# ---- block 1 ----
**Block 1: metal 4**

Drawn at 4 px/µm. Supply wires on this layer in gray.
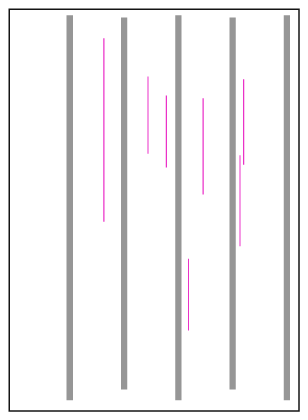

[src/rtl/uio_pin_ctrl.sv]
// rtl/uio_pin_ctrl.sv - runtime-configurable uio pin controller with blink and edge capture
module uio_pin_ctrl #(
    parameter int NPIN        = 8,
    parameter int DIV_W       = 8,
    parameter int SYNC_STAGES = 2
) (
    input  logic            clk,
    input  logic            rst_n,
    input  logic            ena,
    input  logic            cfg_valid,
    output logic            cfg_ready,
    input  logic [2:0]      cfg_addr,
    input  logic [NPIN-1:0] cfg_data,
    input  logic [2:0]      rd_addr,
    output logic [NPIN-1:0] rd_data,
    input  logic [NPIN-1:0] uio_in,
    output logic [NPIN-1:0] uio_out,
    output logic [NPIN-1:0] uio_oe,
    output logic [NPIN-1:0] edge_flags,
    output logic            irq
);

    localparam int MINW = (NPIN < DIV_W) ? NPIN : DIV_W;

    localparam logic [2:0] ADDR_OE    = 3'd0;
    localparam logic [2:0] ADDR_OUT   = 3'd1;
    localparam logic [2:0] ADDR_BLINK = 3'd2;
    localparam logic [2:0] ADDR_DIV   = 3'd3;
    localparam logic [2:0] ADDR_CLR   = 3'd4;
    localparam logic [2:0] ADDR_IRQM  = 3'd5;

    logic [NPIN-1:0]  oe_q;
    logic [NPIN-1:0]  out_q;
    logic [NPIN-1:0]  blink_q;
    logic [NPIN-1:0]  irqm_q;
    logic [NPIN-1:0]  flags_q;
    logic [DIV_W-1:0] reload_q;
    logic [DIV_W-1:0] cnt_q;
    logic             phase_q;
    logic [NPIN-1:0]  sync_q [SYNC_STAGES];
    logic [NPIN-1:0]  prev_q;
    logic             irq_q;

    logic             wr;
    logic [DIV_W-1:0] reload_wdata;
    logic [NPIN-1:0]  clr_mask;
    logic [NPIN-1:0]  rise;

    assign cfg_ready    = ena;
    assign wr           = cfg_valid && cfg_ready;
    assign reload_wdata = DIV_W'(cfg_data[MINW-1:0]);
    assign clr_mask     = (wr && cfg_addr == ADDR_CLR) ? cfg_data : '0;
    assign rise         = sync_q[SYNC_STAGES-1] & ~prev_q;

    always_ff @(posedge clk or negedge rst_n) begin
        if (!rst_n) begin
            oe_q    <= '0;
            out_q   <= '0;
            blink_q <= '0;
            irqm_q  <= '0;
        end else if (wr) begin
            case (cfg_addr)
                ADDR_OE:    oe_q    <= cfg_data;
                ADDR_OUT:   out_q   <= cfg_data;
                ADDR_BLINK: blink_q <= cfg_data;
                ADDR_IRQM:  irqm_q  <= cfg_data;
                default: ;
            endcase
        end
    end

    // A divider write restarts the blink period from a known phase.
    always_ff @(posedge clk or negedge rst_n) begin
        if (!rst_n) begin
            reload_q <= '1;
            cnt_q    <= '1;
            phase_q  <= 1'b0;
        end else if (wr && cfg_addr == ADDR_DIV) begin
            reload_q <= reload_wdata;
            cnt_q    <= reload_wdata;
            phase_q  <= 1'b0;
        end else if (ena) begin
            if (cnt_q == '0) begin
                cnt_q   <= reload_q;
                phase_q <= ~phase_q;
            end else begin
                cnt_q <= cnt_q - 1'b1;
            end
        end
    end

    // Synchroniser and capture keep running while ena is low so no edge is lost.
    always_ff @(posedge clk or negedge rst_n) begin
        if (!rst_n) begin
            for (int k = 0; k < SYNC_STAGES; k++) sync_q[k] <= '0;
            prev_q  <= '0;
            flags_q <= '0;
            irq_q   <= 1'b0;
        end else begin
            sync_q[0] <= uio_in;
            for (int k = 1; k < SYNC_STAGES; k++) sync_q[k] <= sync_q[k-1];
            prev_q  <= sync_q[SYNC_STAGES-1];
            flags_q <= (flags_q & ~clr_mask) | (rise & ~oe_q);
            irq_q   <= |(flags_q & irqm_q);
        end
    end

    always_comb begin
        rd_data = '0;
        case (rd_addr)
            ADDR_OE:    rd_data = oe_q;
            ADDR_OUT:   rd_data = out_q;
            ADDR_BLINK: rd_data = blink_q;
            ADDR_DIV:   rd_data = NPIN'(reload_q[MINW-1:0]);
            ADDR_IRQM:  rd_data = irqm_q;
            default:    rd_data = '0;
        endcase
    end

    assign uio_oe     = oe_q & {NPIN{ena}};
    assign uio_out    = out_q ^ (blink_q & {NPIN{phase_q}});
    assign edge_flags = flags_q;
    assign irq        = irq_q;

endmodule

[config.mk]
export PLATFORM = sky130hd
export DESIGN_NAME = uio_pin_ctrl
export DESIGN_NICKNAME = d
export VERILOG_FILES = /design/src/rtl/uio_pin_ctrl.sv
export SDC_FILE = /design/constraint.sdc
export NUM_CORES = 1
export LEC_CHECK = 0
export CAP_MARGIN = 20
export CORE_ASPECT_RATIO = 1.4
export CORE_UTILIZATION = 55
export CTS_BUF_LIST = sky130_fd_sc_hd__clkbuf_16
export DETAILED_ROUTE_END_ITERATION = 6
export PLACE_DENSITY_LB_ADDON = 0.2
export RECOVER_POWER = 25
export SLEW_MARGIN = 25
export SYNTH_ARGS = -nofsm -noshare
export SYNTH_HDL_FRONTEND = slang
export SYNTH_SLANG_ARGS = --single-unit
export TNS_END_PERCENT = 100
[constraint.sdc]
create_clock -name clk -period 5.05 [get_ports clk]
set_input_delay 0.7575 -clock clk [delete_from_list [all_inputs] [get_ports clk]]
set_output_delay 0.7575 -clock clk [all_outputs]
set_load 0.1 [all_outputs]
# ---- block 2 ----
**src/rtl/decode_stage.sv**
```systemverilog
// decode_stage: ID stage (clk, reset | IR_D, NPC_D, flush, WB_en/addr/data -> stall_D, IR_E, NPC_E, A_E, B_E, Imm_E), 32x32 regfile with WB bypass, load-use stall, ID/EX register
module decode_stage #(
  parameter int          NREG   = 32,
  parameter logic [31:0] NOP_IR = 32'h00000000
) (
  input  logic        clk,
  input  logic        reset,
  input  logic [31:0] IR_D,
  input  logic [31:0] NPC_D,
  input  logic        flush,
  input  logic        WB_en,
  input  logic [4:0]  WB_addr,
  input  logic [31:0] WB_data,
  output logic        stall_D,
  output logic [31:0] IR_E,
  output logic [31:0] NPC_E,
  output logic [31:0] A_E,
  output logic [31:0] B_E,
  output logic [31:0] Imm_E
);
  localparam logic [5:0] OP_LW = 6'b001000, OP_SW = 6'b001001, OP_BEQ = 6'b001010, OP_JMP = 6'b001011;
  logic [31:0] rf_q [NREG];
  logic [31:0] ir_e_q, npc_e_q, a_e_q, b_e_q, imm_e_q;
  logic [31:0] ir_e_d, npc_e_d, a_e_d, b_e_d, imm_e_d;
  logic [31:0] rs_val, rt_val, imm;
  logic [5:0]  op;
  logic [4:0]  rs, rt, rt_e;
  logic        alu, rs_used, rt_used, wb_wr, kill;
  assign op      = IR_D[31:26];
  assign rs      = IR_D[25:21];
  assign rt      = IR_D[20:16];
  assign rt_e    = ir_e_q[20:16];
  assign alu     = op >= 6'd1 && op <= 6'd6;
  assign rs_used = alu || op == OP_LW || op == OP_SW || op == OP_BEQ;
  assign rt_used = alu || op == OP_SW;
  assign wb_wr   = WB_en && WB_addr != 5'd0;
  assign rs_val  = rs == 5'd0 ? '0 : wb_wr && WB_addr == rs ? WB_data : rf_q[rs];
  assign rt_val  = rt == 5'd0 ? '0 : wb_wr && WB_addr == rt ? WB_data : rf_q[rt];
  assign imm     = op == OP_JMP ? {6'b0, IR_D[25:0]} : {{16{IR_D[15]}}, IR_D[15:0]};
  assign stall_D = !reset && !flush && ir_e_q[31:26] == OP_LW && rt_e != 5'd0 &&
                   ((rs_used && rs == rt_e) || (rt_used && rt == rt_e));
  assign kill    = flush || stall_D;
  always_comb begin
    ir_e_d  = kill ? NOP_IR : IR_D;
    npc_e_d = kill ? '0 : NPC_D;
    a_e_d   = kill ? '0 : rs_val;
    b_e_d   = kill ? '0 : rt_val;
    imm_e_d = kill ? '0 : imm;
  end
  always_ff @(posedge clk) begin
    if (reset) begin
      ir_e_q  <= NOP_IR;
      npc_e_q <= '0;
      a_e_q   <= '0;
      b_e_q   <= '0;
      imm_e_q <= '0;
      for (int i = 0; i < NREG; i++) rf_q[i] <= '0;
    end else begin
      ir_e_q  <= ir_e_d;
      npc_e_q <= npc_e_d;
      a_e_q   <= a_e_d;
      b_e_q   <= b_e_d;
      imm_e_q <= imm_e_d;
      if (wb_wr) rf_q[WB_addr] <= WB_data;
    end
  end
  assign IR_E  = ir_e_q;
  assign NPC_E = npc_e_q;
  assign A_E   = a_e_q;
  assign B_E   = b_e_q;
  assign Imm_E = imm_e_q;
endmodule

```
**config.mk**
```make
export PLATFORM = sky130hd
export DESIGN_NAME = decode_stage
export DESIGN_NICKNAME = d
export VERILOG_FILES = /design/src/rtl/decode_stage.sv
export SDC_FILE = /design/constraint.sdc
export NUM_CORES = 2
export LEC_CHECK = 0
export CORE_MARGIN = 2
export CORE_UTILIZATION = 52
export CTS_CLUSTER_DIAMETER = 60
export DETAILED_ROUTE_END_ITERATION = 16
export DONT_BUFFER_PORTS = 1
export PLACE_DENSITY_LB_ADDON = 0.1
export SETUP_SLACK_MARGIN = 0.2
export SKIP_CTS_REPAIR_TIMING = 1
export SYNTH_ARGS = -nofsm -noshare
export SYNTH_HDL_FRONTEND = slang
export SYNTH_SLANG_ARGS = --single-unit
```
**constraint.sdc**
```tcl
create_clock -name clk -period 3.7 [get_ports clk]
set_input_delay 0.74 -clock clk [delete_from_list [all_inputs] [get_ports clk]]
set_output_delay 0.74 -clock clk [all_outputs]
set_load 0.02 [all_outputs]
```
# ---- block 3 ----
<file path="src/rtl/trace_cmd_queue_pkg.sv">
// Shared trace command definitions: op enum, command codes,
// address field widths and the entry layout used by the queue.
package trace_cmd_queue_pkg;

    localparam int ADDR_W   = 32;
    localparam int TAG_W    = 12;
    localparam int INDEX_W  = 14;
    localparam int OFFSET_W = 6;

    localparam logic [31:0] CMD_DREAD  = 32'd0;
    localparam logic [31:0] CMD_DWRITE = 32'd1;
    localparam logic [31:0] CMD_IFETCH = 32'd2;
    localparam logic [31:0] CMD_INVAL  = 32'd3;
    localparam logic [31:0] CMD_SNOOP  = 32'd4;
    localparam logic [31:0] CMD_CLEAR  = 32'd8;
    localparam logic [31:0] CMD_PRINT  = 32'd9;

    typedef enum logic [2:0] {
        OP_DREAD  = 3'd0,
        OP_DWRITE = 3'd1,
        OP_IFETCH = 3'd2,
        OP_INVAL  = 3'd3,
        OP_SNOOP  = 3'd4,
        OP_CLEAR  = 3'd5,
        OP_PRINT  = 3'd6
    } op_e;

    typedef struct packed {
        op_e               op;
        logic [ADDR_W-1:0] addr;
        logic              verbose;
    } cmd_t;

    typedef struct packed {
        logic legal;
        op_e  op;
    } dec_t;

    // Maps a raw trace code to an op; unknown codes come back illegal.
    function automatic dec_t decode_cmd(input logic [31:0] code);
        dec_t d;
        d.legal = 1'b1;
        d.op    = OP_DREAD;
        unique case (1'b1)
            (code == CMD_DREAD):  d.op = OP_DREAD;
            (code == CMD_DWRITE): d.op = OP_DWRITE;
            (code == CMD_IFETCH): d.op = OP_IFETCH;
            (code == CMD_INVAL):  d.op = OP_INVAL;
            (code == CMD_SNOOP):  d.op = OP_SNOOP;
            (code == CMD_CLEAR):  d.op = OP_CLEAR;
            (code == CMD_PRINT):  d.op = OP_PRINT;
            default:              d.legal = 1'b0;
        endcase
        return d;
    endfunction

endpackage

</file>
<file path="src/rtl/trace_cmd_queue_cmd_fifo.sv">
// Synchronous FIFO with registered full/empty flags.
// Ports: wr_en_i/wr_data_i push, rd_en_i pop, rd_data_o head, full_o/empty_o.
module cmd_fifo #(
    parameter int DEPTH = 4,
    parameter int WIDTH = 8
) (
    input  logic             clk,
    input  logic             reset,
    input  logic             wr_en_i,
    input  logic [WIDTH-1:0] wr_data_i,
    input  logic             rd_en_i,
    output logic [WIDTH-1:0] rd_data_o,
    output logic             full_o,
    output logic             empty_o
);

    localparam int PW = $clog2(DEPTH);
    localparam int CW = $clog2(DEPTH + 1);

    logic [WIDTH-1:0] mem_q [DEPTH];
    logic [PW-1:0]    wptr_q;
    logic [PW-1:0]    rptr_q;
    logic [CW-1:0]    cnt_q;
    logic [CW-1:0]    cnt_d;
    logic             full_q;
    logic             empty_q;
    logic             wr;
    logic             rd;

    assign wr = wr_en_i & ~full_q;
    assign rd = rd_en_i & ~empty_q;

    always_comb begin
        cnt_d = cnt_q;
        unique case ({wr, rd})
            2'b10:   cnt_d = cnt_q + 1'b1;
            2'b01:   cnt_d = cnt_q - 1'b1;
            default: cnt_d = cnt_q;
        endcase
    end

    // Pointers are log2(DEPTH) wide, so increment wraps modulo DEPTH.
    always_ff @(posedge clk) begin
        if (reset) begin
            wptr_q  <= '0;
            rptr_q  <= '0;
            cnt_q   <= '0;
            full_q  <= 1'b0;
            empty_q <= 1'b1;
            for (int i = 0; i < DEPTH; i++) begin
                mem_q[i] <= '0;
            end
        end else begin
            if (wr) begin
                mem_q[wptr_q] <= wr_data_i;
                wptr_q        <= wptr_q + 1'b1;
            end
            if (rd) begin
                rptr_q <= rptr_q + 1'b1;
            end
            cnt_q   <= cnt_d;
            full_q  <= (cnt_d == CW'(DEPTH));
            empty_q <= (cnt_d == '0);
        end
    end

    assign rd_data_o = mem_q[rptr_q];
    assign full_o    = full_q;
    assign empty_o   = empty_q;

endmodule

</file>
<file path="src/rtl/trace_cmd_queue.sv">
// Trace command decoder, queue and statistics front end for the L1 cache.
// Ports: trace record in (instruction_ready/n/address/mode), cmd_* out, stats, error pulses.
module trace_cmd_queue
    import trace_cmd_queue_pkg::*;
#(
    parameter int DEPTH = 4,
    parameter int CNT_W = 32
) (
    input  logic                clk,
    input  logic                reset,
    input  logic                instruction_ready,
    input  logic [31:0]         n,
    input  logic [31:0]         address,
    input  logic [31:0]         mode,
    output logic                in_ready,
    output logic                cmd_valid,
    input  logic                cmd_ready,
    output op_e                 cmd_op,
    output logic [TAG_W-1:0]    cmd_tag,
    output logic [INDEX_W-1:0]  cmd_index,
    output logic [OFFSET_W-1:0] cmd_offset,
    output logic                cmd_verbose,
    output logic [CNT_W-1:0]    instr_reads,
    output logic [CNT_W-1:0]    data_reads,
    output logic [CNT_W-1:0]    data_writes,
    output logic [CNT_W-1:0]    drop_cnt,
    output logic                bad_cmd,
    output logic                overflow
);

    localparam int EW = $bits(cmd_t);

    dec_t             dec;
    cmd_t             wr_ent;
    cmd_t             head;
    logic [EW-1:0]    head_raw;
    logic             full;
    logic             empty;
    logic             accept;
    logic             bad_d;
    logic             ovf_d;
    logic             bad_q;
    logic             ovf_q;
    logic [CNT_W-1:0] ir_q, ir_d;
    logic [CNT_W-1:0] dr_q, dr_d;
    logic [CNT_W-1:0] dw_q, dw_d;
    logic [CNT_W-1:0] drop_q, drop_d;
    logic             unused_mode;

    assign unused_mode = ^mode[31:1];

    function automatic logic [CNT_W-1:0] sat_inc(
        input logic [CNT_W-1:0] v
    );
        return (&v) ? v : v + 1'b1;
    endfunction

    assign dec    = decode_cmd(n);
    assign accept = instruction_ready & in_ready & dec.legal;
    assign bad_d  = instruction_ready & ~dec.legal;
    assign ovf_d  = instruction_ready & dec.legal & ~in_ready;

    assign wr_ent.op      = dec.op;
    assign wr_ent.addr    = address;
    assign wr_ent.verbose = mode[0];

    always_comb begin
        ir_d   = ir_q;
        dr_d   = dr_q;
        dw_d   = dw_q;
        drop_d = drop_q;
        if (accept) begin
            case (dec.op)
                OP_IFETCH: ir_d = sat_inc(ir_q);
                OP_DREAD:  dr_d = sat_inc(dr_q);
                OP_DWRITE: dw_d = sat_inc(dw_q);
                OP_CLEAR: begin
                    ir_d   = '0;
                    dr_d   = '0;
                    dw_d   = '0;
                    drop_d = '0;
                end
                default: ;
            endcase
        end
        if (bad_d | ovf_d) begin
            drop_d = sat_inc(drop_q);
        end
    end

    always_ff @(posedge clk) begin
        if (reset) begin
            ir_q   <= '0;
            dr_q   <= '0;
            dw_q   <= '0;
            drop_q <= '0;
            bad_q  <= 1'b0;
            ovf_q  <= 1'b0;
        end else begin
            ir_q   <= ir_d;
            dr_q   <= dr_d;
            dw_q   <= dw_d;
            drop_q <= drop_d;
            bad_q  <= bad_d;
            ovf_q  <= ovf_d;
        end
    end

    cmd_fifo #(
        .DEPTH (DEPTH),
        .WIDTH (EW)
    ) u_fifo (
        .clk       (clk),
        .reset     (reset),
        .wr_en_i   (accept),
        .wr_data_i (wr_ent),
        .rd_en_i   (cmd_valid & cmd_ready),
        .rd_data_o (head_raw),
        .full_o    (full),
        .empty_o   (empty)
    );

    assign head        = cmd_t'(head_raw);
    assign in_ready    = ~full;
    assign cmd_valid   = ~empty;
    assign cmd_op      = head.op;
    assign cmd_tag     = head.addr[31:20];
    assign cmd_index   = head.addr[19:6];
    assign cmd_offset  = head.addr[5:0];
    assign cmd_verbose = head.verbose;
    assign instr_reads = ir_q;
    assign data_reads  = dr_q;
    assign data_writes = dw_q;
    assign drop_cnt    = drop_q;
    assign bad_cmd     = bad_q;
    assign overflow    = ovf_q;

endmodule

</file>
<file path="config.mk">
export PLATFORM = sky130hd
export DESIGN_NAME = trace_cmd_queue
export DESIGN_NICKNAME = d
export VERILOG_FILES = /design/src/rtl/trace_cmd_queue_pkg.sv /design/src/rtl/trace_cmd_queue_cmd_fifo.sv /design/src/rtl/trace_cmd_queue.sv
export SDC_FILE = /design/constraint.sdc
export NUM_CORES = 1
export LEC_CHECK = 0
export ABC_CLOCK_PERIOD_IN_PS = 5650
export CAP_MARGIN = 20
export CORE_MARGIN = 4
export CORE_UTILIZATION = 40
export DETAILED_ROUTE_END_ITERATION = 8
export GPL_ROUTABILITY_DRIVEN = 1
export PLACE_DENSITY_LB_ADDON = 0.12
export SKIP_CTS_REPAIR_TIMING = 1
export SLEW_MARGIN = 20
export SYNTH_ARGS = -nofsm -noshare
export SYNTH_HDL_FRONTEND = slang
export SYNTH_SLANG_ARGS = --single-unit
</file>
<file path="constraint.sdc">
create_clock -name clk -period 5.65 [get_ports clk]
set_input_delay 1.13 -clock clk [delete_from_list [all_inputs] [get_ports clk]]
set_output_delay 1.13 -clock clk [all_outputs]
set_load 0.02 [all_outputs]
</file>
# ---- block 4 ----
`src/rtl/prog_mem_arbiter_if.sv`:
```
// ---------------------------------------------------------------------------
// prog_mem_arbiter_if
//   Bundles every bus signal around the program-memory arbiter: the CPU fetch
//   port, the loader/debug port, the memory port and the status flags.
//   Modports:
//     slave  - the arbiter's view (requests and mem_rdata in; grants, return
//              data, memory strobes and status out)
//     master - the environment's view (requesters plus the memory model)
//   Signals:
//     f_req/f_addr -> f_gnt, f_rvalid, f_rdata     fetch port (read-only)
//     l_req/l_we/l_addr/l_wdata/l_lock -> l_gnt, l_rvalid, l_rdata  loader port
//     mem_addr/mem_we/mem_wdata -> mem_rdata       single-port memory
//     locked, err_misal                            status
// ---------------------------------------------------------------------------
interface prog_mem_arbiter_if #(
  parameter int ADDR_WIDTH = 11,
  parameter int DATA_WIDTH = 32
);
  // fetch port
  logic                  f_req;
  logic [ADDR_WIDTH-1:0] f_addr;
  logic                  f_gnt;
  logic                  f_rvalid;
  logic [DATA_WIDTH-1:0] f_rdata;
  // loader port
  logic                  l_req;
  logic                  l_we;
  logic [ADDR_WIDTH-1:0] l_addr;
  logic [DATA_WIDTH-1:0] l_wdata;
  logic                  l_lock;
  logic                  l_gnt;
  logic                  l_rvalid;
  logic [DATA_WIDTH-1:0] l_rdata;
  // memory port
  logic [ADDR_WIDTH-3:0] mem_addr;
  logic                  mem_we;
  logic [DATA_WIDTH-1:0] mem_wdata;
  logic [DATA_WIDTH-1:0] mem_rdata;
  // status
  logic                  locked;
  logic                  err_misal;

  modport slave (
    input  f_req, f_addr, l_req, l_we, l_addr, l_wdata, l_lock, mem_rdata,
    output f_gnt, f_rvalid, f_rdata, l_gnt, l_rvalid, l_rdata,
           mem_addr, mem_we, mem_wdata, locked, err_misal
  );

  modport master (
    output f_req, f_addr, l_req, l_we, l_addr, l_wdata, l_lock, mem_rdata,
    input  f_gnt, f_rvalid, f_rdata, l_gnt, l_rvalid, l_rdata,
           mem_addr, mem_we, mem_wdata, locked, err_misal
  );
endinterface

```
`src/rtl/prog_mem_arbiter.sv`:
```
// ---------------------------------------------------------------------------
// prog_mem_arbiter
//   Shares a single-port, combinational-read program memory between the CPU
//   instruction-fetch port (read-only) and the loader/debug port (read/write,
//   with an exclusive lock used while loading a boot image).
//   - One access per cycle, grants are combinational, read data is registered
//     and returned with rvalid exactly one cycle after the grant.
//   - Under contention fetch wins up to MAX_FETCH_BURST times in a row, then
//     the loader is forced through once.
//   - Fetch data is byte-reversed from image order to CPU order unless
//     BIG_END_IMG is set; loader data is always raw image order.
//   Ports:
//     clk  - clock, all state on the rising edge
//     rst  - asynchronous, active-high reset
//     bus  - prog_mem_arbiter_if.slave (fetch, loader, memory, status)
// ---------------------------------------------------------------------------
module prog_mem_arbiter #(
  parameter int ADDR_WIDTH      = 11,
  parameter int DATA_WIDTH      = 32,
  parameter int MAX_FETCH_BURST = 4,
  parameter bit BIG_END_IMG     = 1'b0
) (
  input  logic                 clk,
  input  logic                 rst,
  prog_mem_arbiter_if.slave    bus
);

  typedef enum logic {
    SHARE = 1'b0,
    LOCK  = 1'b1
  } state_t;

  localparam int              CW        = $clog2(MAX_FETCH_BURST + 1);
  localparam logic [CW-1:0]   BURST_MAX = CW'(MAX_FETCH_BURST);

  state_t                state;
  logic [CW-1:0]         fcnt;      // consecutive contended fetch grants
  logic                  f_gnt;
  logic                  l_gnt;
  logic                  l_rd;      // loader read accepted this cycle
  logic                  misal;
  logic [DATA_WIDTH-1:0] f_word;    // memory word in CPU byte order

  logic                  f_rvalid_q;
  logic                  l_rvalid_q;
  logic [DATA_WIDTH-1:0] f_rdata_q;
  logic [DATA_WIDTH-1:0] l_rdata_q;
  logic                  locked_q;
  logic                  err_q;

  // Grant selection. The two grants are mutually exclusive on every path.
  always_comb begin
    // NOTE: defaults first so every path assigns each output; no latch can be inferred.
    f_gnt = 1'b0;
    l_gnt = 1'b0;
    if (state == LOCK) begin
      l_gnt = bus.l_req;
    end else if (bus.f_req && bus.l_req) begin
      if (fcnt >= BURST_MAX) l_gnt = 1'b1;
      else                   f_gnt = 1'b1;
    end else begin
      f_gnt = bus.f_req;
      l_gnt = bus.l_req;
    end
  end

  // Memory port: word address of the granted requester, zero when idle.
  always_comb begin
    bus.mem_addr = '0;
    bus.mem_we   = 1'b0;
    if (f_gnt) begin
      bus.mem_addr = bus.f_addr[ADDR_WIDTH-1:2];
    end else if (l_gnt) begin
      bus.mem_addr = bus.l_addr[ADDR_WIDTH-1:2];
      bus.mem_we   = bus.l_we;
    end
  end

  assign bus.mem_wdata = bus.l_wdata;

  // Image order -> CPU order for fetch returns.
  always_comb begin
    f_word = bus.mem_rdata;
    if (!BIG_END_IMG) begin
      for (int b = 0; b < DATA_WIDTH / 8; b++) begin
        f_word[8*b +: 8] = bus.mem_rdata[DATA_WIDTH-8-8*b +: 8];
      end
    end
  end

  assign l_rd  = l_gnt && !bus.l_we;
  assign misal = (f_gnt && (bus.f_addr[1:0] != 2'b00)) ||
                 (l_gnt && (bus.l_addr[1:0] != 2'b00));

  always_ff @(posedge clk or posedge rst) begin
    if (rst) begin
      state      <= SHARE;
      fcnt       <= '0;
      locked_q   <= 1'b0;
      f_rvalid_q <= 1'b0;
      l_rvalid_q <= 1'b0;
      f_rdata_q  <= '0;
      l_rdata_q  <= '0;
      err_q      <= 1'b0;
    end else begin
      // NOTE: non-blocking assignments for all state so every flop samples pre-edge values.
      f_rvalid_q <= f_gnt;
      l_rvalid_q <= l_rd;
      if (f_gnt) f_rdata_q <= f_word;
      if (l_rd)  l_rdata_q <= bus.mem_rdata;
      if (misal) err_q     <= 1'b1;

      case (state)
        SHARE: begin
          // The burst count only runs while the loader is actually waiting.
          if (!bus.l_req || l_gnt) fcnt <= '0;
          else if (f_gnt)          fcnt <= fcnt + 1'b1;
          if (bus.l_lock) begin
            state    <= LOCK;
            locked_q <= 1'b1;
          end
        end
        LOCK: begin
          fcnt <= '0;
          if (!bus.l_lock) begin
            state    <= SHARE;
            locked_q <= 1'b0;
          end
        end
        default: begin
          state    <= SHARE;
          locked_q <= 1'b0;
          fcnt     <= '0;
        end
      endcase
    end
  end

  assign bus.f_gnt     = f_gnt;
  assign bus.l_gnt     = l_gnt;
  assign bus.f_rvalid  = f_rvalid_q;
  assign bus.l_rvalid  = l_rvalid_q;
  assign bus.f_rdata   = f_rdata_q;
  assign bus.l_rdata   = l_rdata_q;
  assign bus.locked    = locked_q;
  assign bus.err_misal = err_q;

endmodule

```
`src/flat_wrapper.sv`:
```
// flat-port wrapper written by rule: the top's interface ports become plain ports
module prog_mem_arbiter_flat 
#(
  parameter int ADDR_WIDTH      = 11,
  parameter int DATA_WIDTH      = 32,
  parameter int MAX_FETCH_BURST = 4,
  parameter bit BIG_END_IMG     = 1'b0
)
  (clk, rst, bus_f_req, bus_f_addr, bus_l_req, bus_l_we, bus_l_addr, bus_l_wdata, bus_l_lock, bus_mem_rdata, bus_f_gnt, bus_f_rvalid, bus_f_rdata, bus_l_gnt, bus_l_rvalid, bus_l_rdata, bus_mem_addr, bus_mem_we, bus_mem_wdata, bus_locked, bus_err_misal);
  prog_mem_arbiter_if #(.ADDR_WIDTH(ADDR_WIDTH), .DATA_WIDTH(DATA_WIDTH)) bus_i ();
  input  logic clk;
  input  logic rst;
  input wire logic [$bits(bus_i.f_req)-1:0] bus_f_req;
  input wire logic [$bits(bus_i.f_addr)-1:0] bus_f_addr;
  input wire logic [$bits(bus_i.l_req)-1:0] bus_l_req;
  input wire logic [$bits(bus_i.l_we)-1:0] bus_l_we;
  input wire logic [$bits(bus_i.l_addr)-1:0] bus_l_addr;
  input wire logic [$bits(bus_i.l_wdata)-1:0] bus_l_wdata;
  input wire logic [$bits(bus_i.l_lock)-1:0] bus_l_lock;
  input wire logic [$bits(bus_i.mem_rdata)-1:0] bus_mem_rdata;
  output wire logic [$bits(bus_i.f_gnt)-1:0] bus_f_gnt;
  output wire logic [$bits(bus_i.f_rvalid)-1:0] bus_f_rvalid;
  output wire logic [$bits(bus_i.f_rdata)-1:0] bus_f_rdata;
  output wire logic [$bits(bus_i.l_gnt)-1:0] bus_l_gnt;
  output wire logic [$bits(bus_i.l_rvalid)-1:0] bus_l_rvalid;
  output wire logic [$bits(bus_i.l_rdata)-1:0] bus_l_rdata;
  output wire logic [$bits(bus_i.mem_addr)-1:0] bus_mem_addr;
  output wire logic [$bits(bus_i.mem_we)-1:0] bus_mem_we;
  output wire logic [$bits(bus_i.mem_wdata)-1:0] bus_mem_wdata;
  output wire logic [$bits(bus_i.locked)-1:0] bus_locked;
  output wire logic [$bits(bus_i.err_misal)-1:0] bus_err_misal;
  assign bus_i.f_req = bus_f_req;
  assign bus_i.f_addr = bus_f_addr;
  assign bus_i.l_req = bus_l_req;
  assign bus_i.l_we = bus_l_we;
  assign bus_i.l_addr = bus_l_addr;
  assign bus_i.l_wdata = bus_l_wdata;
  assign bus_i.l_lock = bus_l_lock;
  assign bus_i.mem_rdata = bus_mem_rdata;
  assign bus_f_gnt = bus_i.f_gnt;
  assign bus_f_rvalid = bus_i.f_rvalid;
  assign bus_f_rdata = bus_i.f_rdata;
  assign bus_l_gnt = bus_i.l_gnt;
  assign bus_l_rvalid = bus_i.l_rvalid;
  assign bus_l_rdata = bus_i.l_rdata;
  assign bus_mem_addr = bus_i.mem_addr;
  assign bus_mem_we = bus_i.mem_we;
  assign bus_mem_wdata = bus_i.mem_wdata;
  assign bus_locked = bus_i.locked;
  assign bus_err_misal = bus_i.err_misal;
  prog_mem_arbiter #(.ADDR_WIDTH(ADDR_WIDTH), .DATA_WIDTH(DATA_WIDTH), .MAX_FETCH_BURST(MAX_FETCH_BURST), .BIG_END_IMG(BIG_END_IMG)) u_core (.clk(clk), .rst(rst), .bus(bus_i));
endmodule
```
`config.mk`:
```
export PLATFORM = sky130hd
export DESIGN_NAME = prog_mem_arbiter_flat
export DESIGN_NICKNAME = d
export VERILOG_FILES = /design/src/rtl/prog_mem_arbiter_if.sv /design/src/rtl/prog_mem_arbiter.sv /design/src/flat_wrapper.sv
export SDC_FILE = /design/constraint.sdc
export NUM_CORES = 1
export LEC_CHECK = 0
export CAP_MARGIN = 25
export CORE_MARGIN = 1.5
export CORE_UTILIZATION = 39
export CTS_BUF_LIST = sky130_fd_sc_hd__clkbuf_16
export DETAILED_ROUTE_END_ITERATION = 8
export HOLD_SLACK_MARGIN = 0.03
export PLACE_DENSITY = 0.95
export SLEW_MARGIN = 20
export SYNTH_ARGS = -nofsm -noshare
export SYNTH_HDL_FRONTEND = slang
export SYNTH_SLANG_ARGS = --single-unit
```
`constraint.sdc`:
```
create_clock -name clk -period 5.5 [get_ports clk]
set_input_delay 1.65 -clock clk [delete_from_list [all_inputs] [get_ports clk]]
set_output_delay 1.65 -clock clk [all_outputs]
set_load 0.02 [all_outputs]
```
**Block 4: routing congestion map**

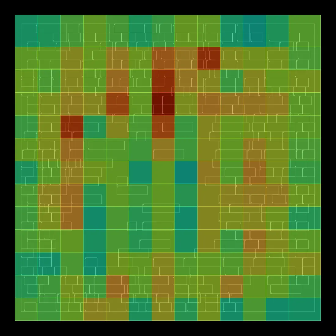
GR Layer Usage met1: 0.1920
grt met3 use: 0.04269
fin util: 0.6138
grt peak-use layer: met2
global-route met2 utilization: 0.2917

==> results_dict.tcl, block 4 <==
# metrics dict for downstream scripts
set metrics [dict create \
    leakage_nw 2.083 \
    critPathBufInv 3 \
    overflow 0 \
    xor_area_frac 0 \
    drv_slew 0 \
    path_cells "clkdlybuf4s50_1 -> nand2_1 -> nand3b_1 -> buf_4 -> mux2i_1 -> clkdlybuf4s50_1" \
    die_y_um 92.45 \
    fp_nets 318 \
    viasPerCell 4.694 \
    grt_pass1_wl_um 11010 \
    grt_max_degree 43 \
    ys_sh_aoi 0.004411 \
    sh_comb_area 0.2039 \
    area_leaders "dfrtp_1 58%, mux2_2 23%, buf_4 7.7%" \
    setup_viol 0 \
    grt_usage 0.1676 \
    top_cell_area_share 0.5774 \
    placed_cell_area_mm2 0.004382 \
    comb-power_mw 0.449 \
    ys_area_mm2 0.003120 \
    io_pins 204 \
    htreeDepth 3 \
    seqPwrFrac 0.364 \
    fin_crit_sh 0.9363 \
    ir_drop_uv 197.2 \
    mux_share 0.2598 \
    fin_crit_ns 5.150 \
    internal_power_mw 1.343 \
    power-top-group "clock" \
    chipArea_mm2 0.008547 \
    antenna_found_initial 0 \
    p_per_area_mw_per_mm2 377.7 \
    outcome "finished, final reports clean" \
    dr_total_vias 2098 \
    syn_area_mm2 0.003120 \
    port_buffers 139 \
    rows 32 \
    synth-edff-count 0 \
    critical_path_class "in2out" \
    dr.pass1.iters 4 \
    drive_gt1_frac 0.2522 \
    buffer_area_frac 0.3028 \
    avgSynthCellArea_um2 13.87 \
    async_flop_share 1.000 \
    combPwrFrac 0.250 \
    cts_made_buffers 9 \
]
-- block 4: stage by stage --
stage | setup slack [ns] | utilization | power (mW) | hold WS [ns] | instances
2_1_floorplan | 1.223 | - | 0.9004 | 0.4068 | 225
3_3_place_gp | 0.4220 | 0.5670 | 1.098 | 0.4179 | 431
3_5_place_dp | 0.3324 | 0.5670 | 1.114 | 0.4274 | 431
4_1_cts | 0.3361 | 0.6138 | 1.817 | 0.4348 | 447
5_1_grt | 0.2479 | 0.6138 | 1.866 | 0.4545 | 447
6_report | 0.3505 | 0.6138 | 1.792 | 0.4327 | 447
**Block 2: routing congestion map**

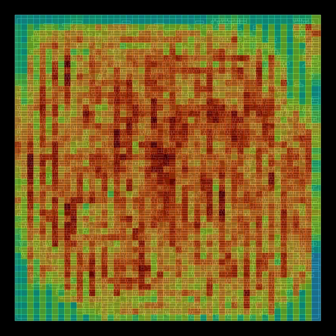
global-route met2 utilization: 0.5664
grt peak-use layer: met2
grt met3 use: 0.1113
fin util: 0.5794

**Block 2: where the registers sit**

Drawn at 1.5 px/µm. Other sequential cells in the stronger gray, the rest of the logic in the fainter gray.
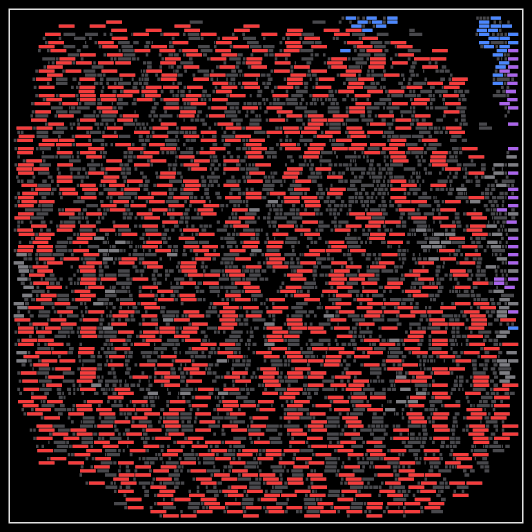
- purple: `Imm_E` (flops 27)
- blue: `NPC_E` (flops 32)
- red: `rf_q` (flops 1024; where all over the die)
- not colored: 80
Flop area: 0.03353 mm²
sequential cell power: 15.5 mW
Seq/total area: 0.5137

==> results_dict.tcl, block 2 <==
# metrics dict for downstream scripts
set metrics [dict create \
    gp_congestion 0.9066 \
    logic_area_mm2 0.02386 \
    ff_type "edfxtp_1" \
    nNetsFinal 4255 \
    numSynthFlops 1163 \
    power-top-group "registers" \
    ys_sh_adder 0 \
    syn_area_mm2 0.05916 \
    port_buffers 0 \
    ys_area_mm2 0.05916 \
    tritoncts_num_sinks 1163 \
    r2r_slack_ns 0.95 \
    yosysWarnings 0 \
    overflow 0 \
    die_x_um 341.3 \
    synth_cell_types 56 \
    hold_path_depth 1 \
    ir_drop_uv 522.7 \
    critPathArrivalTime_ns 2.68 \
    reg2reg_from "IR_E[17]$_SDFF_PP0_" \
    hold_ws_ns 0.09865 \
    cts.clk_slew.worst_paths_ns 0.06 \
    outcome "finished with violations" \
    tightestPinTransition_ns 2.175 \
    grt_usage 0.3742 \
    most_common_cell "and2_1" \
    common_cells "1027 x and2_1, 1024 x edfxtp_1, 437 x mux2i_1" \
    clk-power_mw 13.7 \
    topCombFamilyByArea "multiplexers" \
    worst_ep_required_time_ns 2.96 \
    rsz0062_at_grt "no" \
    wirelength_um 219800 \
    logic_gates 2709 \
    critical_path_class "in2out" \
    drv_slew 269 \
    max_freq_mhz 292.8 \
    met2_length_um 98060 \
    chipArea_mm2 0.1165 \
    timing.slew.headroom -0.4503 \
    fin_crit_sh 0.9231 \
    n_all_inverters 3 \
    swShare 0.2414 \
    ys_sh_simple 0.1446 \
    cp-end-kind "output pin" \
    mux_share 0.1872 \
    ys_sh_aoi 0.06085 \
    htreeDepth 4 \
    reg2reg_to "NPC_E[10]$_SDFF_PP0_" \
    final_cell_area_mm2 0.06527 \
    async_flop_share 0 \
    hold_viol_final 0 \
    cp_max_fo 385 \
    internal_power_mw 24.28 \
    use_met1 0.5018 \
    p_switching_mw 7.726 \
    combPwrFrac 0.087 \
    initialDrtViolationCount 6531 \
    syn2layout_area_growth_pct 10.34 \
    xor_area_frac 0.002961 \
    violations "max-capacitance violations, max-slew violations" \
    nClkBuffers 195 \
    critPathLaunch "IR_D[22]" \
    drive_gt1_frac 0.1709 \
    grt_pass1_wl_um 303600 \
    avgSynthCellArea_um2 13.69 \
    max-cap-violations 1 \
    cts_made_buffers 139 \
    rows 123 \
    synth-edff-count 1024 \
    regMostFlops "rf_q" \
]
block 2: kinds of logic after synthesis:
family          after synthesis
compound gates              483
buf+inv                     479
xor+xnor                     20
simple gates               1434
flops                      1163
other cells                   1
mux                         740
block 2: critical path: stages:
cell and delay, ns:
xor2_1 0.38, a2111oi_0 0.47, nand4_1 0.17, a221oi_2 0.28
buf_4 0.25
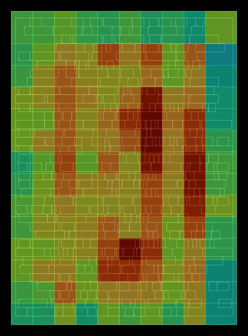
**Above:** block 1 (routing congestion map).
grt peak-use layer: met2
global-route met2 utilization: 0.4020

## Picture notes: 'metal 4' of block 1
- longest straight run: 45.6 µm
- nets with wire on the layer: 6
Post-Route WL: 8266 µm
via count: 2593

==> results_dict.tcl, block 1 <==
# metrics dict for downstream scripts
set metrics [dict create \
    outcome "finished, final reports clean" \
    rsz0062_at_grt "no" \
    logic_area_mm2 0.001595 \
    r2r_slack_ns 3.15 \
    syn_inst 315 \
    worstHoldEndpoint "sync_q[5]$_DFF_PN0_" \
    fin_worst_skew_ns 0.003161 \
    avgSynthCellArea_um2 11.99 \
    grt_max_degree 83 \
    ys_sh_simple 0.1451 \
    synth-edff-count 0 \
    syn2layout_area_growth_pct 23.88 \
    hold_path_depth 0 \
    viasPerCell 5.552 \
    reg2reg_to "phase_q$_DFFE_PN0P_" \
    most_common_cell "dfrtp_1" \
    htreeDepth 3 \
    clkLatencyLatePin_ns 0.33 \
    drive_gt1_frac 0.2453 \
    rows 35 \
    clockBufferDepth 2 \
    top_cell_area_share 0.4372 \
    clockRootBuffer "clkbuf_16" \
    sh_comb_area 0.3409 \
    fp_nets 343 \
    route.detailed.drc 0 \
    lay_top_count "dfrtp_1" \
    nClkBuffers 9 \
    yosysWarnings 0 \
    largest_area_cell "dfrtp_1" \
    tool_warnings 27 \
    ys_cells 315 \
    setup_viol 0 \
    ys_area_mm2 0.003777 \
    path_delay_family "buffers and inverters" \
    setup_ws_ns 1.588 \
    critPathBufInv 2 \
    cp_slowest_stage_delay_ns 0.70 \
    grt_use_met3 0.05221 \
    chipArea_mm2 0.007208 \
    clkCellAreaFrac 0.06417 \
    hold_viol_final 0 \
    p_per_area_mw_per_mm2 521.6 \
    leakage_nw 1.941 \
    async_flop_share 1.000 \
    cts_setup_buffers 0 \
    fin_cells 467 \
    post-route-util 0.7077 \
    crit_slowest_cell "clkdlybuf4s50_1" \
    use_met1 0.3324 \
    ant_nets 0 \
    setup_tns_ns 0 \
]
block 1: worst max path at each step:
stage,to,slack [ns],cells after the start
5_1_grt,rd_data[6],1.38,6
4_1_cts,rd_data[4],1.60,6
2_1_floorplan,rd_data[0],0.70,4
6_report,rd_data[4],1.59,6
3_5_place_dp,rd_data[4],1.61,6
3_3_place_gp,cfg_ready,1.63,3
block 1: report_power, final:
part,switching (mW),internal (mW),total [mW]
Sequential,0.121,0.805,0.927
Clock,0.265,0.386,0.651
Combinational,0.582,0.281,0.863
Total,0.969,1.47,2.44
**Block 3: metal 4**

Drawn at 2 px/µm. Supply wires on this layer in gray.
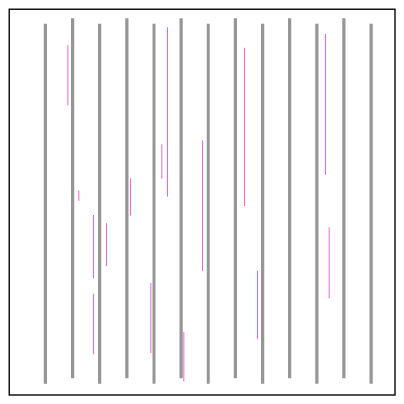
- wire length on this layer: 579 µm
- share of all routed wire: 1.5%
- main direction: vertical

==> results_dict.tcl, block 3 <==
# metrics dict for downstream scripts
set metrics [dict create \
    regMostFlops "u_fifo.mem_q" \
    worstHoldEndpoint "instr_reads[31]$_SDFFE_PP0P_" \
    syn_inst 1305 \
    max-cap-violations 0 \
    postSynthSeqShare 0.5274 \
    tritoncts_num_sinks 285 \
    nWellTaps 448 \
    seqPwrFrac 0.493 \
    viasPerCell 5.619 \
    drive_gt1_frac 0.09450 \
    synth_cell_types 68 \
    cp-endpoint "u_fifo.empty_o$_SDFF_PP1_" \
    setup_viol 0 \
    crit_slowest_cell "and4_1" \
    met2_length_um 17970 \
    clockRootBuffer "clkbuf_16" \
    largest_area_cell "edfxtp_1" \
    io_pins 268 \
    critical_path_class "in2reg" \
    start_kind "primary input" \
    power-top-group "registers" \
    clkCellAreaFrac 0.05979 \
    dr_total_vias 11200 \
    ant_nets 0 \
    dr.pass1.iters 5 \
    outcome "finished, final reports clean" \
    cts.clk_slew.worst_paths_ns 0.06 \
    nClkBuffers 44 \
    sh_seq_area 0.4101 \
    p_per_area_mw_per_mm2 259.2 \
    initialDrtViolationCount 865 \
    logic_gates 883 \
    avgRoutedWirePerCell_um 18.85 \
    gp_congestion 0.8195 \
    dr_wl_met3_um 2345 \
    clkPwrFrac 0.459 \
    dpl.cell_count 1934 \
    clockBufferDepth 3 \
    grt_pass1_wl_um 58620 \
    seq_cells 285 \
    drv_slew 0 \
    max_freq_mhz 228.9 \
    async_flop_share 0 \
    seq_area_mm2 0.007149 \
    route.detailed.drc 0 \
    rr_worst_depth 7 \
    grtUsageMet2 0.3244 \
    path_delay_family "simple AND/OR/NAND/NOR gates" \
    buffer_area_frac 0.1441 \
    path_cells "clkdlybuf4s50_1 -> nor4_1 -> and4_1 -> nand4_1 -> nor2_1 -> inv_1 -> ha_1 -> fa_1 -> xnor2_1 -> nor2_1 -> xnor2_1 -> nor2_1 -> a21oi_1" \
    n_all_inverters 62 \
    critPathBufInv 2 \
    clk-power_mw 2.07 \
    hold_viol_final 0 \
    nNetsFinal 1628 \
    mux_share 0.06288 \
    ys_cells 1305 \
]
block 3: cell usage in the layout, fill, tap and decap left out, types with 20 or more instances in the layout:
master and count:
edfxtp_1 144, nand2_1 86, a31oi_1 32, inv_1 61, nand3_1 58, mux4_2 36
clkbuf_16 34, and3_1 33, and2_1 47, a21oi_1 49, o21ai_0 48, buf_4 20
nor3_1 29, clkdlybuf4s50_1 236, nand4_1 41, o31ai_1 35, or3_1 33, dfxtp_1 139
nor2_1 118, o211ai_1 29

==> layout pictures side by side <==
Wiring by layer.
panel A
Drawn at 4 px/µm. Two of the layers only.
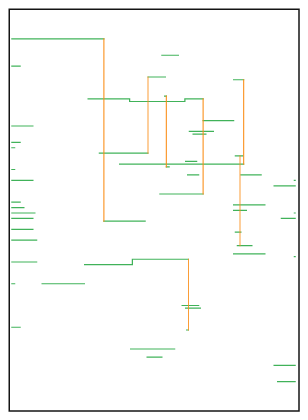
panel B
Drawn at 2 px/µm. Two of the layers only.
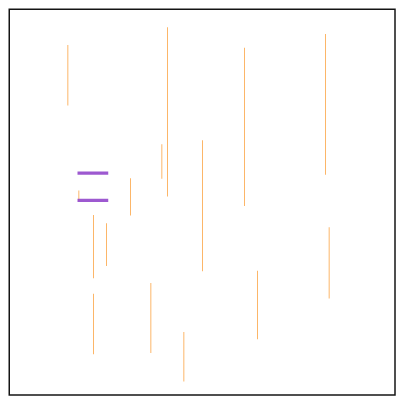
panel C
Drawn at 4 px/µm. Two of the layers only.
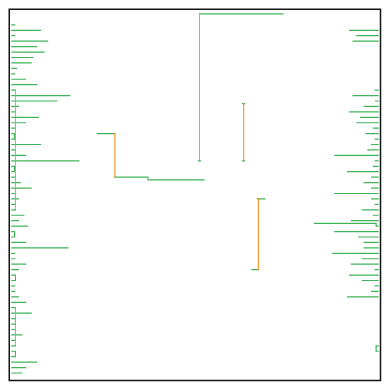
panel D
Drawn at 1.5 px/µm. Two of the layers only.
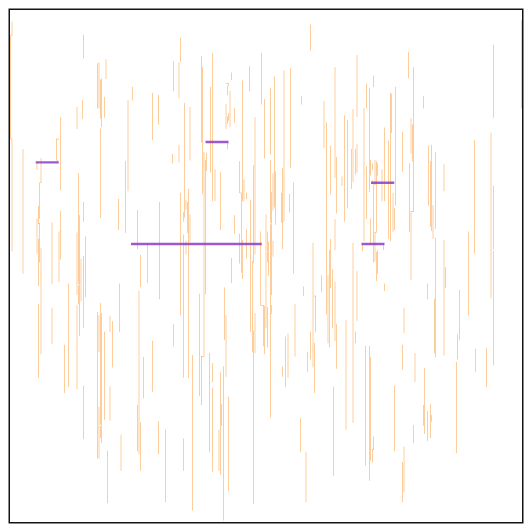
| from | picture |
|---|---|
| block 3 | panel B |
| block 2 | panel D |
| block 1 | panel A |
| block 4 | panel C |
Of these, least wire: panel C
Of these, most wire: panel D


# ---- block 5 ----
**config.mk**
```make
export PLATFORM = sky130hd
export DESIGN_NAME = signed_booth_multiplier
export DESIGN_NICKNAME = d
export VERILOG_FILES = /design/src/rtl/mul_defs.sv /design/src/rtl/signed_booth_multiplier_booth_step.sv /design/src/rtl/signed_booth_multiplier.sv
export SDC_FILE = /design/constraint.sdc
export NUM_CORES = 1
export LEC_CHECK = 0
export ABC_AREA = 1
export CAP_MARGIN = 20
export CORE_UTILIZATION = 40
export DETAILED_ROUTE_END_ITERATION = 6
export PLACE_DENSITY = 0.73
export SYNTH_ARGS = -nofsm -noshare
export SYNTH_HDL_FRONTEND = slang
export SYNTH_SLANG_ARGS = --single-unit
```
**constraint.sdc**
```tcl
create_clock -name Clk -period 2.6 [get_ports Clk]
set_input_delay 0.52 -clock Clk [delete_from_list [all_inputs] [get_ports Clk]]
set_output_delay 0.52 -clock Clk [all_outputs]
set_load 0.02 [all_outputs]
```
**src/rtl/mul_defs.sv**
```systemverilog
// Shared multiply/divide definitions: controller state encodings and default operand width.
package mul_defs;
  localparam int DEFAULT_WIDTH = 6;

  typedef enum logic [1:0] {
    IDLE = 2'd0,
    CALC = 2'd1,
    DONE = 2'd2
  } state_t;
endpackage

```
**src/rtl/signed_booth_multiplier_booth_step.sv**
```systemverilog
// One radix-2 Booth iteration: add/subtract/no-op on the accumulator, then an
// arithmetic right shift of {acc, q, q_1} by one bit.
module booth_step
  import mul_defs::*;
#(
  parameter int WIDTH = DEFAULT_WIDTH
) (
  input  logic [WIDTH:0]   acc,
  input  logic [WIDTH-1:0] q,
  input  logic             q_1,
  input  logic [WIDTH:0]   m,
  output logic [WIDTH:0]   acc_next,
  output logic [WIDTH-1:0] q_next,
  output logic             q_1_next
);

  logic [WIDTH:0] sum;

  always_comb begin
    sum = acc;
    case ({q[0], q_1})
      2'b01:   sum = acc + m;
      2'b10:   sum = acc - m;
      default: sum = acc;
    endcase
  end

  // Shifting drops the old q_1; the accumulator sign bit is replicated.
  assign acc_next = {sum[WIDTH], sum[WIDTH:1]};
  assign q_next   = {sum[0], q[WIDTH-1:1]};
  assign q_1_next = q[0];

endmodule

```
**src/rtl/signed_booth_multiplier.sv**
```systemverilog
// Sequential radix-2 Booth multiplier: WIDTH iterations per product, Start/Busy/Done handshake.
module signed_booth_multiplier
  import mul_defs::*;
#(
  parameter int WIDTH = DEFAULT_WIDTH
) (
  input  logic               Clk,
  input  logic               Reset,
  input  logic               Start,
  input  logic [WIDTH-1:0]   Multiplicand,
  input  logic [WIDTH-1:0]   Multiplier,
  output logic               Busy,
  output logic               Done,
  output logic [2*WIDTH-1:0] Product
);

  localparam int COUNT_W = $clog2(WIDTH + 1);

  state_t               state_reg;
  logic [WIDTH:0]       acc_reg;
  logic [WIDTH:0]       m_reg;
  logic [WIDTH-1:0]     q_reg;
  logic                 q_1_reg;
  logic [COUNT_W-1:0]   count_reg;
  logic                 busy_reg;
  logic                 done_reg;
  logic [2*WIDTH-1:0]   product_reg;

  logic [WIDTH:0]       acc_next;
  logic [WIDTH-1:0]     q_next;
  logic                 q_1_next;

  booth_step #(.WIDTH(WIDTH)) u_step (
    .acc      (acc_reg),
    .q        (q_reg),
    .q_1      (q_1_reg),
    .m        (m_reg),
    .acc_next (acc_next),
    .q_next   (q_next),
    .q_1_next (q_1_next)
  );

  always_ff @(posedge Clk) begin
    if (Reset) begin
      state_reg   <= IDLE;
      acc_reg     <= '0;
      m_reg       <= '0;
      q_reg       <= '0;
      q_1_reg     <= 1'b0;
      count_reg   <= '0;
      busy_reg    <= 1'b0;
      done_reg    <= 1'b0;
      product_reg <= '0;
    end else begin
      case (state_reg)
        IDLE: begin
          done_reg <= 1'b0;
          if (Start) begin
            acc_reg   <= '0;
            m_reg     <= {Multiplicand[WIDTH-1], Multiplicand};
            q_reg     <= Multiplier;
            q_1_reg   <= 1'b0;
            count_reg <= COUNT_W'(WIDTH);
            busy_reg  <= 1'b1;
            state_reg <= CALC;
          end
        end
        CALC: begin
          acc_reg   <= acc_next;
          q_reg     <= q_next;
          q_1_reg   <= q_1_next;
          count_reg <= count_reg - COUNT_W'(1);
          // Last step: publish the product from the step output in the same edge.
          if (count_reg == COUNT_W'(1)) begin
            product_reg <= {acc_next[WIDTH-1:0], q_next};
            busy_reg    <= 1'b0;
            done_reg    <= 1'b1;
            state_reg   <= DONE;
          end
        end
        DONE: begin
          done_reg  <= 1'b0;
          state_reg <= IDLE;
        end
        default: begin
          busy_reg  <= 1'b0;
          done_reg  <= 1'b0;
          state_reg <= IDLE;
        end
      endcase
    end
  end

  assign Busy    = busy_reg;
  assign Done    = done_reg;
  assign Product = product_reg;

endmodule
```
**Block 5: routing congestion map**

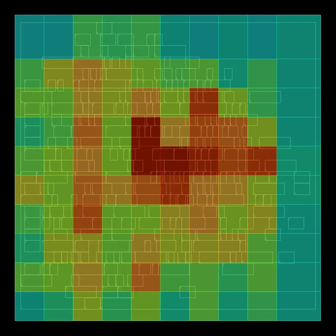
WL/cell: 12.41 µm
global-route met2 utilization: 0.2980

==> results_dict.tcl <==
# metrics dict for downstream scripts
set metrics [dict create \
    viasPerCell 5.015 \
    critPathBufInv 5 \
    seq_cells 38 \
    path_delay_family "simple AND/OR/NAND/NOR gates" \
    dr.pass1.iters 4 \
    die_x_um 72.53 \
    grt_pass1_vias 1651 \
    power-top-group "registers" \
    cts_hold_buf 0 \
    signal_buffers 29 \
    synth_cell_types 36 \
    grt_usage 0.1826 \
    async_flop_share 0 \
    timing.slew.headroom 0.5775 \
    dr_total_vias 1720 \
    outcome "finished, final reports clean" \
    leakage_nw 1.048 \
    cts_tree "built" \
    powerSeq_mw 0.649 \
    common_cells "38 x dfxtp_1, 33 x inv_1, 33 x nand2_1" \
    largest_reg_flops 12 \
    most_common_cell "dfxtp_1" \
    critPathArrivalTime_ns 2.55 \
    antennaDiodeCount 0 \
    io_pins 29 \
    clkPwrFrac 0.369 \
    placed_cell_area_mm2 0.002310 \
    max_freq_mhz 421.6 \
    top_cell_area_share 0.3824 \
    nFillCells 472 \
    ys_cells 247 \
    area_leaders "dfxtp_1 38%, ha_1 6.3%, inv_1 6.2%" \
    cp_slowest_stage_delay_ns 0.36 \
    buffer_area_frac 0.1172 \
    dp_slack_ns 0.2751 \
    logic_area_mm2 0.001030 \
    n_all_inverters 38 \
    cp-end-kind "register" \
    use_met1 0.2352 \
    tightestPinTransition_ns 0.6330 \
]
**Block 5: wiring by layer**

Drawn at 6 px/µm. Two of the layers only.
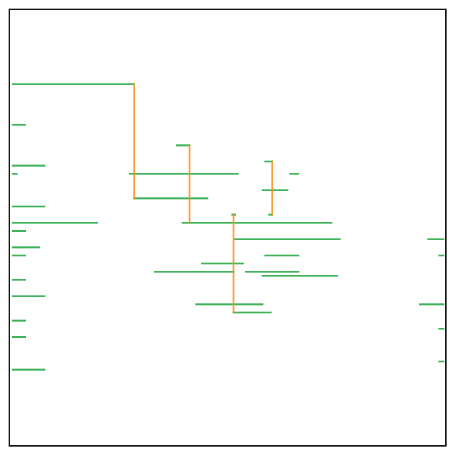
- orange: M4 (wire length 57.1 µm)
- green: M3 (wire length 227 µm)

## per-layer routing
layer	vias to the layer above	share of wire
met5	-	0
met4	0	0.013
met3	9	0.053
met2	47	0.47
met1	785	0.46
li1	879	-
## repair_timing
action | 4_1_cts | 5_1_grt
gates resized | 0 | 1
endpoints found under the setup margin | 0 | 2
setup buffers | 0 | 0
## kinds of logic (layout without fill, tap and decap cells)
kind of cell	after synthesis	in the layout	synth area share
simple gates	81	81	0.2075
flops	38	38	0.3824
xor+xnor	7	7	0.03082
compound gates	64	64	0.2050
fa+ha+maj	11	11	0.07296
buf+inv	46	75	0.1013


==> layout pictures side by side <==
Where the registers sit.
(a)
Drawn at 2 px/µm. Other sequential cells in the stronger gray, the rest of the logic in the fainter gray.
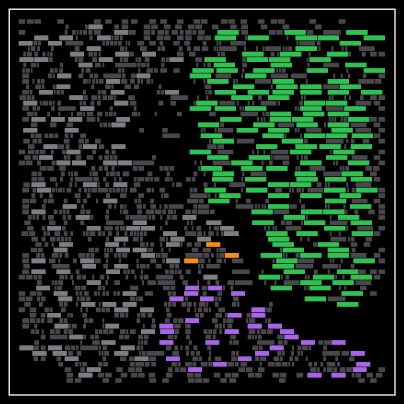
(b)
Drawn at 4 px/µm. Other sequential cells in the stronger gray, the rest of the logic in the fainter gray.
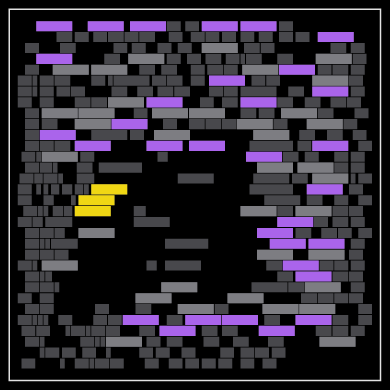
(c)
Drawn at 4 px/µm. Other sequential cells in the stronger gray, the rest of the logic in the fainter gray.
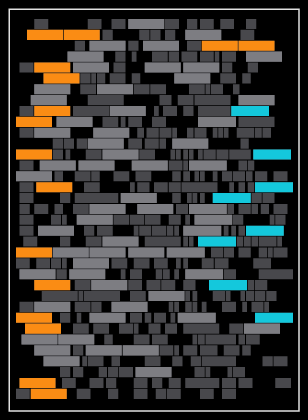
(d)
Drawn at 6 px/µm. Other sequential cells in the stronger gray, the rest of the logic in the fainter gray.
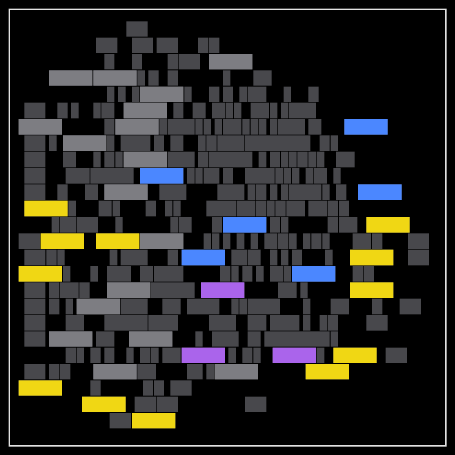
| from | picture |
|---|---|
| block 1 | (c) |
| block 3 | (a) |
| block 5 | (d) |
| block 4 | (b) |

Power figures rest on the tool's default switching activity, not on a simulated workload.
